=== design 1 ===
`src/rtl/pipe_chain.sv`:
```
// Configurable pipeline-register chain between decode and write-back.
// Per-stage hold/flush, youngest-first register forwarding, load-use hazard and event counters.
module pipe_chain #(
    parameter int WIDTH  = 32,
    parameter int STAGES = 4,
    parameter int ADDR_W = 5,
    parameter int LD_LAT = 2,
    parameter int CNT_W  = 16
) (
    input  logic              clk_i,
    input  logic              rst_i,
    input  logic              in_valid_i,
    input  logic [WIDTH-1:0]  in_data_i,
    input  logic [ADDR_W-1:0] in_rd_i,
    input  logic              in_we_i,
    input  logic              in_ld_i,
    output logic              in_ready_o,
    input  logic [STAGES-1:0] hold_i,
    input  logic [STAGES-1:0] flush_i,
    output logic [STAGES-1:0] stage_valid_o,
    output logic              out_valid_o,
    output logic [WIDTH-1:0]  out_data_o,
    output logic [ADDR_W-1:0] out_rd_o,
    output logic              out_we_o,
    input  logic [ADDR_W-1:0] qa_i,
    input  logic [ADDR_W-1:0] qb_i,
    output logic              fwd_a_hit_o,
    output logic              fwd_b_hit_o,
    output logic [WIDTH-1:0]  fwd_a_o,
    output logic [WIDTH-1:0]  fwd_b_o,
    output logic              hazard_o,
    output logic [CNT_W-1:0]  bubble_cnt_o,
    output logic [CNT_W-1:0]  flush_cnt_o
);

    logic [STAGES-1:0] r_valid;
    logic [STAGES-1:0] r_we;
    logic [STAGES-1:0] r_ld;
    logic [WIDTH-1:0]  r_data [STAGES];
    logic [ADDR_W-1:0] r_rd   [STAGES];
    logic [CNT_W-1:0]  r_bubble_cnt;
    logic [CNT_W-1:0]  r_flush_cnt;

    logic [STAGES-1:0] w_eff_hold;
    logic [STAGES-1:0] w_up_hold;
    logic [STAGES-1:0] w_prev_valid;
    logic [STAGES-1:0] w_prev_we;
    logic [STAGES-1:0] w_prev_ld;
    logic [WIDTH-1:0]  w_prev_data [STAGES];
    logic [ADDR_W-1:0] w_prev_rd   [STAGES];

    logic [ADDR_W-1:0] w_q     [2];
    logic [WIDTH-1:0]  w_fdata [2];
    logic [1:0]        w_match;
    logic [1:0]        w_early;

    // A stall in any older stage freezes every younger one.
    always_comb begin
        w_eff_hold = '0;
        for (int k = 0; k < STAGES; k++) begin
            w_eff_hold[k] = |(hold_i >> k);
        end
    end

    assign w_up_hold    = {w_eff_hold[STAGES-2:0], 1'b0};
    assign w_prev_valid = {r_valid[STAGES-2:0], in_valid_i};
    assign w_prev_we    = {r_we[STAGES-2:0], in_we_i};
    assign w_prev_ld    = {r_ld[STAGES-2:0], in_ld_i};

    always_comb begin
        w_prev_data[0] = in_data_i;
        w_prev_rd[0]   = in_rd_i;
        for (int k = 1; k < STAGES; k++) begin
            w_prev_data[k] = r_data[k-1];
            w_prev_rd[k]   = r_rd[k-1];
        end
    end

    always_ff @(posedge clk_i) begin
        if (rst_i) begin
            r_valid <= '0;
            r_we    <= '0;
            r_ld    <= '0;
            for (int k = 0; k < STAGES; k++) begin
                r_data[k] <= '0;
                r_rd[k]   <= '0;
            end
        end else begin
            for (int k = 0; k < STAGES; k++) begin
                if (flush_i[k]) begin
                    r_valid[k] <= 1'b0;
                end else if (w_eff_hold[k]) begin
                    r_valid[k] <= r_valid[k];
                end else if (w_up_hold[k]) begin
                    r_valid[k] <= 1'b0;
                end else begin
                    r_valid[k] <= w_prev_valid[k];
                    r_we[k]    <= w_prev_we[k];
                    r_ld[k]    <= w_prev_ld[k];
                    r_data[k]  <= w_prev_data[k];
                    r_rd[k]    <= w_prev_rd[k];
                end
            end
        end
    end

    always_ff @(posedge clk_i) begin
        if (rst_i) begin
            r_bubble_cnt <= '0;
            r_flush_cnt  <= '0;
        end else begin
            if (!r_valid[STAGES-1] && (r_bubble_cnt != '1))
                r_bubble_cnt <= r_bubble_cnt + CNT_W'(1);
            if ((|flush_i) && (r_flush_cnt != '1))
                r_flush_cnt <= r_flush_cnt + CNT_W'(1);
        end
    end

    assign w_q[0] = qa_i;
    assign w_q[1] = qb_i;

    // Scan oldest to youngest so the youngest match is the one that sticks.
    always_comb begin
        w_match = '0;
        w_early = '0;
        for (int p = 0; p < 2; p++) begin
            w_fdata[p] = '0;
            for (int k = STAGES-1; k >= 0; k--) begin
                if (r_valid[k] && r_we[k] && (r_rd[k] == w_q[p])) begin
                    w_match[p] = 1'b1;
                    w_fdata[p] = r_data[k];
                    w_early[p] = r_ld[k] && (k < LD_LAT);
                end
            end
            if (w_q[p] == '0) begin
                w_match[p] = 1'b0;
                w_early[p] = 1'b0;
                w_fdata[p] = '0;
            end
        end
    end

    assign hazard_o    = |(w_match & w_early);
    assign fwd_a_hit_o = w_match[0] & ~w_early[0];
    assign fwd_b_hit_o = w_match[1] & ~w_early[1];
    assign fwd_a_o     = fwd_a_hit_o ? w_fdata[0] : '0;
    assign fwd_b_o     = fwd_b_hit_o ? w_fdata[1] : '0;

    assign in_ready_o    = ~w_eff_hold[0];
    assign stage_valid_o = r_valid;
    assign out_valid_o   = r_valid[STAGES-1];
    assign out_data_o    = r_data[STAGES-1];
    assign out_rd_o      = r_rd[STAGES-1];
    assign out_we_o      = r_we[STAGES-1];
    assign bubble_cnt_o  = r_bubble_cnt;
    assign flush_cnt_o   = r_flush_cnt;

endmodule

```
`config.mk`:
```
export PLATFORM = sky130hd
export DESIGN_NAME = pipe_chain
export DESIGN_NICKNAME = d
export VERILOG_FILES = /design/src/rtl/pipe_chain.sv
export SDC_FILE = /design/constraint.sdc
export NUM_CORES = 1
export LEC_CHECK = 0
export ABC_AREA = 1
export CORE_MARGIN = 1.5
export CORE_UTILIZATION = 25
export DETAILED_ROUTE_END_ITERATION = 8
export MAX_ROUTING_LAYER = met4
export PLACE_DENSITY = 0.49
export RECOVER_POWER = 100
export SLEW_MARGIN = 5
export SYNTH_ARGS = -nofsm -noshare
export SYNTH_HDL_FRONTEND = slang
export SYNTH_SLANG_ARGS = --single-unit
export TNS_END_PERCENT = 20
```
`constraint.sdc`:
```
create_clock -name clk_i -period 5.45 [get_ports clk_i]
set_clock_uncertainty 0.15 [all_clocks]
set_input_delay 1.09 -clock clk_i [delete_from_list [all_inputs] [get_ports clk_i]]
set_output_delay 1.09 -clock clk_i [all_outputs]
set_load 0.02 [all_outputs]
```
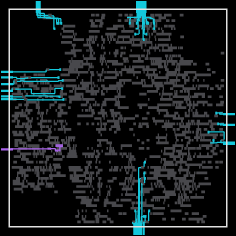
Design 1: I/O nets highlighted
Scale: 1 px per um.
| port | color | bits | direction | end cells | buffers | wire |
|---|---|---|---|---|---|---|
| out_we_o | purple | 1 | output | 1 | 1 | 65.6 um |
| in_data_i | cyan | 32 | input | 32 | 32 | 945 um |
IO Port Bufs: 202
I/O pin count: 203

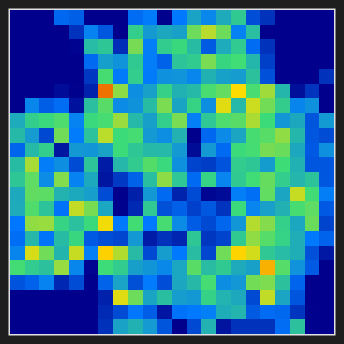
Design 1: cell area per tile
Scale: 1.5 px per um. 22 x 22 tiles, from dark blue (low) to red (high), 0 to 100% covered.
nearly empty tiles: 18%
tiles over 75% full: 0.80%
mean over tiles: 29%
final core utilization: 0.324
initial core utilization: 0.255
area of the core: 0.0445 mm^2

==> results.py <==
# Metrics from the implementation run
metrics = {
    "status": {
        "status": "finished with violations",
        "violations": "capacitance limit, slew limit",
    },
    "critical_path": {
        "cp.depth": 12,
    },
    "synthesis": {
        "area_leaders": "edfxtp_1 (39%), nand2_1 (10%), nor2_1 (9.6%)",
        "synth.yosys.seq_area_share": 0.466,
        "synth_chip_area_mm2": 0.0113,
        "compound_area_frac": 0.0962,
        "top_cell_area_share": 0.392,
        "yosysMostFrequentCell": "nand2_1",
    },
    "final_layout": {
        "seq_cell_count": 190,
        "layout.comb_gates.multi_input": 1032,
    },
    "timing": {
        "max_freq_ghz": 0.190,
        "slew_violations": 78,
    },
    "routing": {
        "wl_met3_um": 2580,
        "drt-initial-drc-count": 725,
    },
    "power_and_ir_drop": {
        "peakVddDrop_v": 0.000178,
        "p_sw_mw": 0.857,
        "comb_cell_power_mw": 0.289,
    },
    "grt": {
        "overflow": 0,
        "use_met3": 0.0389,
    },
    "job": {
        "maxCapViolations": 2,
    },
    "floorplan": {
        "dieArea_mm2": 0.0466,
    },
    "placed_design": {
        "hpwl_um": 29900,
    },
}

=== design 2 ===
Design 2, signal wires on met1:
Scale: 1.5 px per um. Supply wires on this layer in gray. Cells faint in the background.
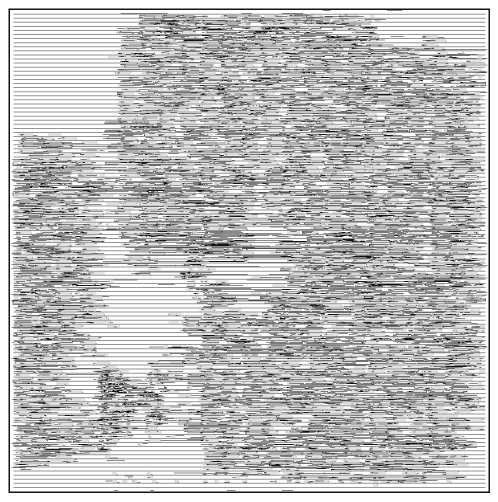
Design 2, placement view:
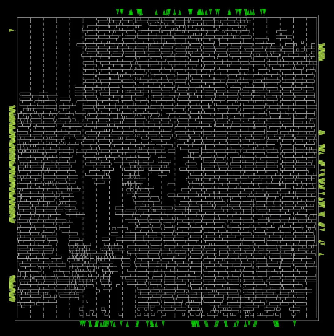
`src/rtl/axi_aw_w_aligner_if.sv`:
```
// Upstream/downstream AXI write-address and write-data channel bundle.
// The master side drives valid and payload; the slave side drives ready.
interface axi_aw_w_aligner_if #(
    parameter int ADDR_WIDTH = 32,
    parameter int DATA_WIDTH = 64,
    parameter int ID_WIDTH   = 4
);
    logic [ADDR_WIDTH-1:0]   awaddr;
    logic [ID_WIDTH-1:0]     awid;
    logic [1:0]              awburst;
    logic [2:0]              awsize;
    logic [7:0]              awlen;
    logic                    awvalid;
    logic                    awready;
    logic [DATA_WIDTH-1:0]   wdata;
    logic [DATA_WIDTH/8-1:0] wstrb;
    logic                    wlast;
    logic                    wvalid;
    logic                    wready;

    modport master (
        output awaddr, awid, awburst, awsize, awlen, awvalid,
        input  awready,
        output wdata, wstrb, wlast, wvalid,
        input  wready
    );

    modport slave (
        input  awaddr, awid, awburst, awsize, awlen, awvalid,
        output awready,
        input  wdata, wstrb, wlast, wvalid,
        output wready
    );
endinterface

```
`src/rtl/axi_aw_w_aligner.sv`:
```
// Buffers AXI AW and W channels independently, then re-issues each AW
// followed by exactly AWLEN+1 W beats. Downstream WLAST is regenerated
// from AWLEN; a disagreeing upstream WLAST raises the sticky err_wlast.
module axi_aw_w_aligner #(
    parameter int ADDR_WIDTH    = 32,
    parameter int DATA_WIDTH    = 64,
    parameter int ID_WIDTH      = 4,
    parameter int AW_DEPTH      = 4,
    parameter int W_DEPTH       = 16,
    parameter int WAIT_FOR_DATA = 1
) (
    input  logic               clk,
    input  logic               rst_n,
    axi_aw_w_aligner_if.slave  up_if,
    axi_aw_w_aligner_if.master dn_if,
    output logic               err_wlast,
    output logic               busy
);
    localparam int STRB_WIDTH = DATA_WIDTH / 8;
    localparam int AP         = $clog2(AW_DEPTH);
    localparam int WP         = $clog2(W_DEPTH);

    typedef struct packed {
        logic [ADDR_WIDTH-1:0] addr;
        logic [ID_WIDTH-1:0]   id;
        logic [1:0]            burst;
        logic [2:0]            size;
        logic [7:0]            len;
    } aw_t;

    typedef struct packed {
        logic [DATA_WIDTH-1:0] data;
        logic [STRB_WIDTH-1:0] strb;
        logic                  last;
    } w_t;

    typedef enum logic {ST_ADDR, ST_DATA} state_e;

    aw_t         aw_mem [AW_DEPTH];
    w_t          w_mem  [W_DEPTH];
    logic [AP:0] aw_wr_q, aw_wr_d, aw_rd_q, aw_rd_d;
    logic [WP:0] w_wr_q, w_wr_d, w_rd_q, w_rd_d;
    aw_t         aw_in, aw_head;
    w_t          w_in, w_head;
    logic        aw_empty, aw_full, w_empty, w_full;
    logic        aw_push, aw_pop, w_push, w_pop;
    state_e      state_q, state_d;
    logic [7:0]  cnt_q, cnt_d;
    logic        err_q, err_d;

    // Pointers carry one extra wrap bit: equal means empty, MSB-only difference means full.
    assign aw_empty = (aw_wr_q == aw_rd_q);
    assign aw_full  = (aw_wr_q[AP] != aw_rd_q[AP]) && (aw_wr_q[AP-1:0] == aw_rd_q[AP-1:0]);
    assign w_empty  = (w_wr_q == w_rd_q);
    assign w_full   = (w_wr_q[WP] != w_rd_q[WP]) && (w_wr_q[WP-1:0] == w_rd_q[WP-1:0]);

    // Readiness depends only on fullness, so a full FIFO refuses a push even while popping.
    assign up_if.awready = rst_n && !aw_full;
    assign up_if.wready  = rst_n && !w_full;
    assign aw_push       = up_if.awvalid && up_if.awready;
    assign w_push        = up_if.wvalid && up_if.wready;
    assign aw_pop        = dn_if.awvalid && dn_if.awready;
    assign w_pop         = dn_if.wvalid && dn_if.wready;

    assign aw_in   = {up_if.awaddr, up_if.awid, up_if.awburst, up_if.awsize, up_if.awlen};
    assign w_in    = {up_if.wdata, up_if.wstrb, up_if.wlast};
    assign aw_head = aw_mem[aw_rd_q[AP-1:0]];
    assign w_head  = w_mem[w_rd_q[WP-1:0]];

    assign err_wlast = err_q;
    assign busy      = rst_n && ((state_q == ST_DATA) || !aw_empty || !w_empty);

    // Next pointer values: advance by one on each accepted push or pop.
    always_comb begin
        aw_wr_d = aw_wr_q + (AP+1)'(aw_push);
        aw_rd_d = aw_rd_q + (AP+1)'(aw_pop);
        w_wr_d  = w_wr_q + (WP+1)'(w_push);
        w_rd_d  = w_rd_q + (WP+1)'(w_pop);
    end

    // FIFO pointer registers.
    always_ff @(posedge clk) begin
        // NOTE: sequential state uses non-blocking assignments so every register samples pre-edge values.
        if (!rst_n) begin
            aw_wr_q <= '0;
            aw_rd_q <= '0;
            w_wr_q  <= '0;
            w_rd_q  <= '0;
        end else begin
            aw_wr_q <= aw_wr_d;
            aw_rd_q <= aw_rd_d;
            w_wr_q  <= w_wr_d;
            w_rd_q  <= w_rd_d;
        end
    end

    // FIFO storage writes.
    always_ff @(posedge clk) begin
        // NOTE: storage has no reset; clearing the pointers is enough to discard its contents.
        if (aw_push) aw_mem[aw_wr_q[AP-1:0]] <= aw_in;
        if (w_push)  w_mem[w_wr_q[WP-1:0]]   <= w_in;
    end

    // State register: FSM state, remaining-beat counter and sticky error flag.
    always_ff @(posedge clk) begin
        if (!rst_n) begin
            state_q <= ST_ADDR;
            cnt_q   <= '0;
            err_q   <= 1'b0;
        end else begin
            state_q <= state_d;
            cnt_q   <= cnt_d;
            err_q   <= err_d;
        end
    end

    // Next-state logic: issue one AW, then count AWLEN+1 W handshakes.
    always_comb begin
        // NOTE: every combinational output gets a default first so no latch is inferred.
        state_d = state_q;
        cnt_d   = cnt_q;
        err_d   = err_q;
        case (state_q)
            ST_ADDR: begin
                if (aw_pop) begin
                    state_d = ST_DATA;
                    cnt_d   = aw_head.len;
                end
            end
            ST_DATA: begin
                if (w_pop) begin
                    if (w_head.last != (cnt_q == 8'd0)) err_d = 1'b1;
                    if (cnt_q == 8'd0) state_d = ST_ADDR;
                    else               cnt_d   = cnt_q - 8'd1;
                end
            end
            default: ;
        endcase
    end

    // Output logic: present FIFO heads downstream, payload forced to zero while not valid.
    always_comb begin
        dn_if.awvalid = 1'b0;
        dn_if.awaddr  = '0;
        dn_if.awid    = '0;
        dn_if.awburst = '0;
        dn_if.awsize  = '0;
        dn_if.awlen   = '0;
        dn_if.wvalid  = 1'b0;
        dn_if.wdata   = '0;
        dn_if.wstrb   = '0;
        dn_if.wlast   = 1'b0;
        case (state_q)
            ST_ADDR: begin
                if (rst_n && !aw_empty && (WAIT_FOR_DATA == 0 || !w_empty)) begin
                    dn_if.awvalid = 1'b1;
                    {dn_if.awaddr, dn_if.awid, dn_if.awburst, dn_if.awsize, dn_if.awlen} = aw_head;
                end
            end
            ST_DATA: begin
                if (rst_n && !w_empty) begin
                    dn_if.wvalid = 1'b1;
                    dn_if.wdata  = w_head.data;
                    dn_if.wstrb  = w_head.strb;
                    dn_if.wlast  = (cnt_q == 8'd0);
                end
            end
            default: ;
        endcase
    end
endmodule

```
`src/flat_wrapper.sv`:
```
// flat-port wrapper written by rule: the top's interface ports become plain ports
module axi_aw_w_aligner_flat 
#(
    parameter int ADDR_WIDTH    = 32,
    parameter int DATA_WIDTH    = 64,
    parameter int ID_WIDTH      = 4,
    parameter int AW_DEPTH      = 4,
    parameter int W_DEPTH       = 16,
    parameter int WAIT_FOR_DATA = 1
)
  (clk, rst_n, err_wlast, busy, up_if_awaddr, up_if_awid, up_if_awburst, up_if_awsize, up_if_awlen, up_if_awvalid, up_if_awready, up_if_wdata, up_if_wstrb, up_if_wlast, up_if_wvalid, up_if_wready, dn_if_awaddr, dn_if_awid, dn_if_awburst, dn_if_awsize, dn_if_awlen, dn_if_awvalid, dn_if_awready, dn_if_wdata, dn_if_wstrb, dn_if_wlast, dn_if_wvalid, dn_if_wready);
  axi_aw_w_aligner_if #(.ADDR_WIDTH(ADDR_WIDTH), .DATA_WIDTH(DATA_WIDTH), .ID_WIDTH(ID_WIDTH)) up_if_i ();
  axi_aw_w_aligner_if #(.ADDR_WIDTH(ADDR_WIDTH), .DATA_WIDTH(DATA_WIDTH), .ID_WIDTH(ID_WIDTH)) dn_if_i ();
  input  logic clk;
  input  logic rst_n;
  output logic err_wlast;
  output logic busy;
  input wire logic [$bits(up_if_i.awaddr)-1:0] up_if_awaddr;
  input wire logic [$bits(up_if_i.awid)-1:0] up_if_awid;
  input wire logic [$bits(up_if_i.awburst)-1:0] up_if_awburst;
  input wire logic [$bits(up_if_i.awsize)-1:0] up_if_awsize;
  input wire logic [$bits(up_if_i.awlen)-1:0] up_if_awlen;
  input wire logic [$bits(up_if_i.awvalid)-1:0] up_if_awvalid;
  output wire logic [$bits(up_if_i.awready)-1:0] up_if_awready;
  input wire logic [$bits(up_if_i.wdata)-1:0] up_if_wdata;
  input wire logic [$bits(up_if_i.wstrb)-1:0] up_if_wstrb;
  input wire logic [$bits(up_if_i.wlast)-1:0] up_if_wlast;
  input wire logic [$bits(up_if_i.wvalid)-1:0] up_if_wvalid;
  output wire logic [$bits(up_if_i.wready)-1:0] up_if_wready;
  output wire logic [$bits(dn_if_i.awaddr)-1:0] dn_if_awaddr;
  output wire logic [$bits(dn_if_i.awid)-1:0] dn_if_awid;
  output wire logic [$bits(dn_if_i.awburst)-1:0] dn_if_awburst;
  output wire logic [$bits(dn_if_i.awsize)-1:0] dn_if_awsize;
  output wire logic [$bits(dn_if_i.awlen)-1:0] dn_if_awlen;
  output wire logic [$bits(dn_if_i.awvalid)-1:0] dn_if_awvalid;
  input wire logic [$bits(dn_if_i.awready)-1:0] dn_if_awready;
  output wire logic [$bits(dn_if_i.wdata)-1:0] dn_if_wdata;
  output wire logic [$bits(dn_if_i.wstrb)-1:0] dn_if_wstrb;
  output wire logic [$bits(dn_if_i.wlast)-1:0] dn_if_wlast;
  output wire logic [$bits(dn_if_i.wvalid)-1:0] dn_if_wvalid;
  input wire logic [$bits(dn_if_i.wready)-1:0] dn_if_wready;
  assign up_if_i.awaddr = up_if_awaddr;
  assign up_if_i.awid = up_if_awid;
  assign up_if_i.awburst = up_if_awburst;
  assign up_if_i.awsize = up_if_awsize;
  assign up_if_i.awlen = up_if_awlen;
  assign up_if_i.awvalid = up_if_awvalid;
  assign up_if_awready = up_if_i.awready;
  assign up_if_i.wdata = up_if_wdata;
  assign up_if_i.wstrb = up_if_wstrb;
  assign up_if_i.wlast = up_if_wlast;
  assign up_if_i.wvalid = up_if_wvalid;
  assign up_if_wready = up_if_i.wready;
  assign dn_if_awaddr = dn_if_i.awaddr;
  assign dn_if_awid = dn_if_i.awid;
  assign dn_if_awburst = dn_if_i.awburst;
  assign dn_if_awsize = dn_if_i.awsize;
  assign dn_if_awlen = dn_if_i.awlen;
  assign dn_if_awvalid = dn_if_i.awvalid;
  assign dn_if_i.awready = dn_if_awready;
  assign dn_if_wdata = dn_if_i.wdata;
  assign dn_if_wstrb = dn_if_i.wstrb;
  assign dn_if_wlast = dn_if_i.wlast;
  assign dn_if_wvalid = dn_if_i.wvalid;
  assign dn_if_i.wready = dn_if_wready;
  axi_aw_w_aligner #(.ADDR_WIDTH(ADDR_WIDTH), .DATA_WIDTH(DATA_WIDTH), .ID_WIDTH(ID_WIDTH), .AW_DEPTH(AW_DEPTH), .W_DEPTH(W_DEPTH), .WAIT_FOR_DATA(WAIT_FOR_DATA)) u_core (.clk(clk), .rst_n(rst_n), .up_if(up_if_i), .dn_if(dn_if_i), .err_wlast(err_wlast), .busy(busy));
endmodule
```
`config.mk`:
```
export PLATFORM = sky130hd
export DESIGN_NAME = axi_aw_w_aligner_flat
export DESIGN_NICKNAME = d
export VERILOG_FILES = /design/src/rtl/axi_aw_w_aligner_if.sv /design/src/rtl/axi_aw_w_aligner.sv /design/src/flat_wrapper.sv
export SDC_FILE = /design/constraint.sdc
export NUM_CORES = 1
export LEC_CHECK = 0
export CORE_AREA = 2 2 317 319
export DETAILED_ROUTE_END_ITERATION = 8
export DIE_AREA = 0 0 319 321
export PLACE_DENSITY = 0.75
export SLEW_MARGIN = 20
export SYNTH_ARGS = -nofsm -noshare
export SYNTH_HDL_FRONTEND = slang
export SYNTH_SLANG_ARGS = --single-unit
```
`constraint.sdc`:
```
create_clock -name clk -period 6.8 [get_ports clk]
set_clock_uncertainty 0.05 [all_clocks]
set_input_delay 0.68 -clock clk [delete_from_list [all_inputs] [get_ports clk]]
set_output_delay 0.68 -clock clk [all_outputs]
set_load 0.03 [all_outputs]
```
==> results.py <==
# Metrics from the implementation run
metrics = {
    "synthesis": {
        "ys_sh_simple": 0.0225,
        "fa_ha_area_frac": 0.00212,
        "synth_chip_area_mm2": 0.0532,
        "yosys_cells": 2202,
        "syn_nets": 2339,
        "ys_async_sr_fraction": 0,
    },
    "power_and_ir_drop": {
        "clockPowerShare": 0.420,
        "power_density_mw_per_mm2": 276,
        "peakVddDrop_v": 0.000215,
        "leakage_nw": 18.7,
    },
    "final_layout": {
        "layout.nets": 2669,
        "seq_cell_count": 1390,
        "area_delta_synth_final_pct": 16.1,
        "n_all_buffers": 306,
        "antenna_cells": 5,
    },
    "critical_path": {
        "crit_family": "buffers and inverters",
        "reg2reg_to": "u_core.w_mem[2][30]$_DFFE_PP_",
        "start_kind": "register",
        "crit_path_end": "dn_if_wdata[60]",
    },
    "placed_design": {
        "place_inst": 3689,
        "placed_cell_area_mm2": 0.0575,
    },
    "timing": {
        "setup_violations": 0,
        "max_freq_ghz": 0.189,
        "worst_pin_slew_ps": 1160,
    },
    "grt": {
        "grt_pass1_vias": 25800,
        "antenna_found_initial": 10,
        "grt_max_degree": 138,
    },
    "routing": {
        "drt_drc_violations_left": 0,
        "wl_met2_um": 60000,
    },
    "clocking": {
        "cts-resized-gates": 0,
        "postCtsSetupRepairBufs": 0,
    },
    "status": {
        "status": "complete, no violations",
    },
    "job": {
        "maxCapViolations": 0,
    },
    "min_path": {
        "hold_end": "u_core.err_wlast$_SDFFE_PN0P_",
        "holdPathStages": 2,
    },
    "floorplan": {
        "die_h_um": 321,
    },
}
About 'signal wires on met1' of design 2:
main direction: horizontal
share of all routed wire: 39%
DR vias: 24,400
routed wire length: 116,000 um

About 'placement view' of design 2:
Tap Count: 1,298
final core utilization: 0.622
row count: 116
Seq area share: 0.672


=== design 3 ===
==> src/rtl/approx_error_monitor_if.sv <==
// rtl/approx_error_monitor_if.sv - sample handshake bundle: operands plus approximate product
interface approx_error_monitor_if #(
    parameter int WIDTH = 4
);
    logic               s_valid;
    logic               s_ready;
    logic [WIDTH-1:0]   s_in1;
    logic [WIDTH-1:0]   s_in2;
    logic [2*WIDTH-1:0] s_approx;

    modport master (
        output s_valid, s_in1, s_in2, s_approx,
        input  s_ready
    );

    modport slave (
        input  s_valid, s_in1, s_in2, s_approx,
        output s_ready
    );
endinterface

==> src/rtl/approx_error_monitor.sv <==
// rtl/approx_error_monitor.sv - recomputes exact products and accumulates approximate-multiplier error statistics
module approx_error_monitor #(
    parameter int WIDTH = 4,
    parameter int CNT_W = 16,
    parameter int ACC_W = 32
) (
    input  logic                      clk,
    input  logic                      rst,
    approx_error_monitor_if.slave     s,
    input  logic                      clear,
    output logic [CNT_W-1:0]          stat_samples,
    output logic [CNT_W-1:0]          stat_errors,
    output logic [ACC_W-1:0]          stat_ed_sum,
    output logic [2*WIDTH-1:0]        stat_ed_max,
    output logic                      stat_valid,
    output logic                      saturated
);
    localparam int PW = 2 * WIDTH;
    localparam logic [CNT_W-1:0] CNT_MAX = {CNT_W{1'b1}};
    localparam logic [ACC_W-1:0] ACC_MAX = {ACC_W{1'b1}};

    typedef enum logic [1:0] {RUN, SAT, CLR} state_t;

    state_t           state, state_next;
    logic [CNT_W-1:0] acc_cnt;
    logic             v1;
    logic [PW-1:0]    exact_q;
    logic [PW-1:0]    approx_q;
    logic [PW-1:0]    ed;
    logic [ACC_W:0]   sum_wide;
    logic             flush;
    logic             fire;

    always_comb begin
        state_next = state;
        s.s_ready  = 1'b0;
        flush      = 1'b0;
        case (state)
            RUN: begin
                s.s_ready = !clear && (acc_cnt != CNT_MAX);
                if (clear)
                    state_next = CLR;
                else if (stat_samples == CNT_MAX)
                    state_next = SAT;
            end
            SAT: begin
                if (clear)
                    state_next = CLR;
            end
            CLR: begin
                flush      = 1'b1;
                state_next = RUN;
            end
            default: state_next = RUN;
        endcase
        // clear drops whatever sits in S1 on the pulse edge itself, not just during CLR
        if (clear)
            flush = 1'b1;
    end

    assign fire     = s.s_valid && s.s_ready;
    assign ed       = (exact_q >= approx_q) ? (exact_q - approx_q) : (approx_q - exact_q);
    assign sum_wide = {1'b0, stat_ed_sum} + (ACC_W+1)'(ed);

    always_ff @(posedge clk) begin
        if (rst) begin
            state        <= RUN;
            acc_cnt      <= '0;
            v1           <= 1'b0;
            exact_q      <= '0;
            approx_q     <= '0;
            stat_samples <= '0;
            stat_errors  <= '0;
            stat_ed_sum  <= '0;
            stat_ed_max  <= '0;
        end else begin
            state <= state_next;
            if (flush) begin
                acc_cnt      <= '0;
                v1           <= 1'b0;
                stat_samples <= '0;
                stat_errors  <= '0;
                stat_ed_sum  <= '0;
                stat_ed_max  <= '0;
            end else begin
                v1 <= fire;
                if (fire) begin
                    exact_q  <= PW'(s.s_in1) * PW'(s.s_in2);
                    approx_q <= s.s_approx;
                    acc_cnt  <= acc_cnt + 1'b1;
                end
                if (v1) begin
                    stat_samples <= stat_samples + 1'b1;
                    if (ed != '0)
                        stat_errors <= stat_errors + 1'b1;
                    stat_ed_sum <= sum_wide[ACC_W] ? ACC_MAX : sum_wide[ACC_W-1:0];
                    if (ed > stat_ed_max)
                        stat_ed_max <= ed;
                end
            end
        end
    end

    assign stat_valid = !v1 && (stat_samples != '0);
    assign saturated  = (state == SAT);
endmodule

==> src/flat_wrapper.sv <==
// flat-port wrapper written by rule: the top's interface ports become plain ports
module approx_error_monitor_flat 
#(
    parameter int WIDTH = 4,
    parameter int CNT_W = 16,
    parameter int ACC_W = 32
)
  (clk, rst, clear, stat_samples, stat_errors, stat_ed_sum, stat_ed_max, stat_valid, saturated, s_s_valid, s_s_in1, s_s_in2, s_s_approx, s_s_ready);
  approx_error_monitor_if #(.WIDTH(WIDTH)) s_i ();
  input  logic clk;
  input  logic rst;
  input  logic clear;
  output logic [CNT_W-1:0] stat_samples;
  output logic [CNT_W-1:0] stat_errors;
  output logic [ACC_W-1:0] stat_ed_sum;
  output logic [2*WIDTH-1:0] stat_ed_max;
  output logic stat_valid;
  output logic saturated;
  input wire logic [$bits(s_i.s_valid)-1:0] s_s_valid;
  input wire logic [$bits(s_i.s_in1)-1:0] s_s_in1;
  input wire logic [$bits(s_i.s_in2)-1:0] s_s_in2;
  input wire logic [$bits(s_i.s_approx)-1:0] s_s_approx;
  output wire logic [$bits(s_i.s_ready)-1:0] s_s_ready;
  assign s_i.s_valid = s_s_valid;
  assign s_i.s_in1 = s_s_in1;
  assign s_i.s_in2 = s_s_in2;
  assign s_i.s_approx = s_s_approx;
  assign s_s_ready = s_i.s_ready;
  approx_error_monitor #(.WIDTH(WIDTH), .CNT_W(CNT_W), .ACC_W(ACC_W)) u_core (.clk(clk), .rst(rst), .s(s_i), .clear(clear), .stat_samples(stat_samples), .stat_errors(stat_errors), .stat_ed_sum(stat_ed_sum), .stat_ed_max(stat_ed_max), .stat_valid(stat_valid), .saturated(saturated));
endmodule
==> config.mk <==
export PLATFORM = sky130hd
export DESIGN_NAME = approx_error_monitor_flat
export DESIGN_NICKNAME = d
export VERILOG_FILES = /design/src/rtl/approx_error_monitor_if.sv /design/src/rtl/approx_error_monitor.sv /design/src/flat_wrapper.sv
export SDC_FILE = /design/constraint.sdc
export NUM_CORES = 1
export LEC_CHECK = 0
export ABC_AREA = 1
export ABC_CLOCK_PERIOD_IN_PS = 7100
export CAP_MARGIN = 30
export CORE_MARGIN = 3
export CORE_UTILIZATION = 60
export DETAILED_ROUTE_END_ITERATION = 8
export GPL_ROUTABILITY_DRIVEN = 0
export HOLD_SLACK_MARGIN = 0.1
export PLACE_DENSITY = 0.86
export SYNTH_ARGS = -nofsm -noshare
export SYNTH_HDL_FRONTEND = slang
export SYNTH_SLANG_ARGS = --single-unit
==> constraint.sdc <==
create_clock -name clk -period 7.1 [get_ports clk]
set_clock_uncertainty 0.15 [all_clocks]
set_input_delay 1.065 -clock clk [delete_from_list [all_inputs] [get_ports clk]]
set_output_delay 1.065 -clock clk [all_outputs]
set_load 0.03 [all_outputs]
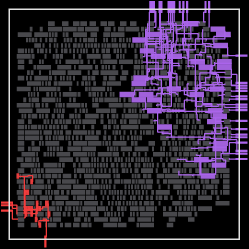
Design 3: I/O nets highlighted
Scale: 2 px per um.
| port | color | bits | direction | end cells | buffers | wire |
|---|---|---|---|---|---|---|
| s_s_in2 | red | 4 | input | 16 | 4 | 130 um |
| stat_ed_sum | purple | 32 | output | 32 | 32 | 1,570 um |

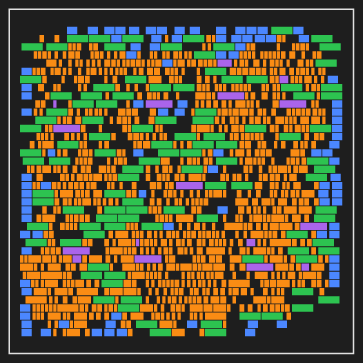
Design 3: placed cells, one color a class
Scale: 3 px per um.
| class | color | cells | share of their area |
|---|---|---|---|
| combinational and other logic | orange | 935 | 59% |
| remaining buffers and delay cells | blue | 96 | 12% |
| sequential cells | green | 107 | 26% |
| clock drivers and dummy loads | purple | 16 | 3.4% |
area of the core: 0.0111 mm^2
final core utilization: 0.748
post-route cell area: 0.00832 mm^2
row count: 38

==> results.py <==
# Metrics from the implementation run
metrics = {
    "final_layout": {
        "logic_area_mm2": 0.00409,
        "clkbuf_count": 12,
        "comb_share": 0.492,
        "antenna_cells": 0,
        "sh_seq_area": 0.257,
        "clock_tree_area_fraction": 0.0337,
    },
    "clocking": {
        "tritoncts": "built",
        "cts.sinks": 107,
        "postCtsSetupRepairBufs": 0,
        "clock_path_buffers": 2,
        "cts_made_buffers": 9,
        "cts-resized-gates": 0,
        "clk_pin_slew_ps": 70,
        "clkLatencyLatePin_ps": 360,
    },
    "synthesis": {
        "mux_share": 0,
        "yosys_warnings": 0,
        "compound_area_frac": 0.127,
        "ys_top_logic_family": "simple AND/OR/NAND/NOR gates",
        "synth_chip_area_mm2": 0.00704,
        "synth.yosys.seq_area_share": 0.304,
    },
    "routing": {
        "drt_drc_violations_left": 0,
        "vias": 7044,
    },
    "timing": {
        "finalCriticalPeriod_ps": 4290,
        "setup_violations": 0,
        "hold_viol": 0,
        "setup-tns-final_ps": 0,
        "slew_violations": 0,
        "rsz0062_at_grt": "false",
    },
    "power_and_ir_drop": {
        "comb_cell_power_mw": 0.447,
        "pg_seq_mw": 0.617,
        "switching_share": 0.342,
    },
    "job": {
        "warnings": 34,
        "maxCapViolations": 0,
    },
    "grt": {
        "grt_pass1_wl_um": 28700,
        "grt_use_met2": 0.443,
        "grt_max_degree": 66,
        "met1_usage": 0.339,
        "grt-busiest-layer": "met2",
    },
    "floorplan": {
        "fp_util": 0.632,
    },
    "critical_path": {
        "start_kind": "register",
        "r2r_start": "u_core.exact_q[0]$_SDFFE_PP0P_",
    },
    "status": {
        "status": "complete, no violations",
    },
}

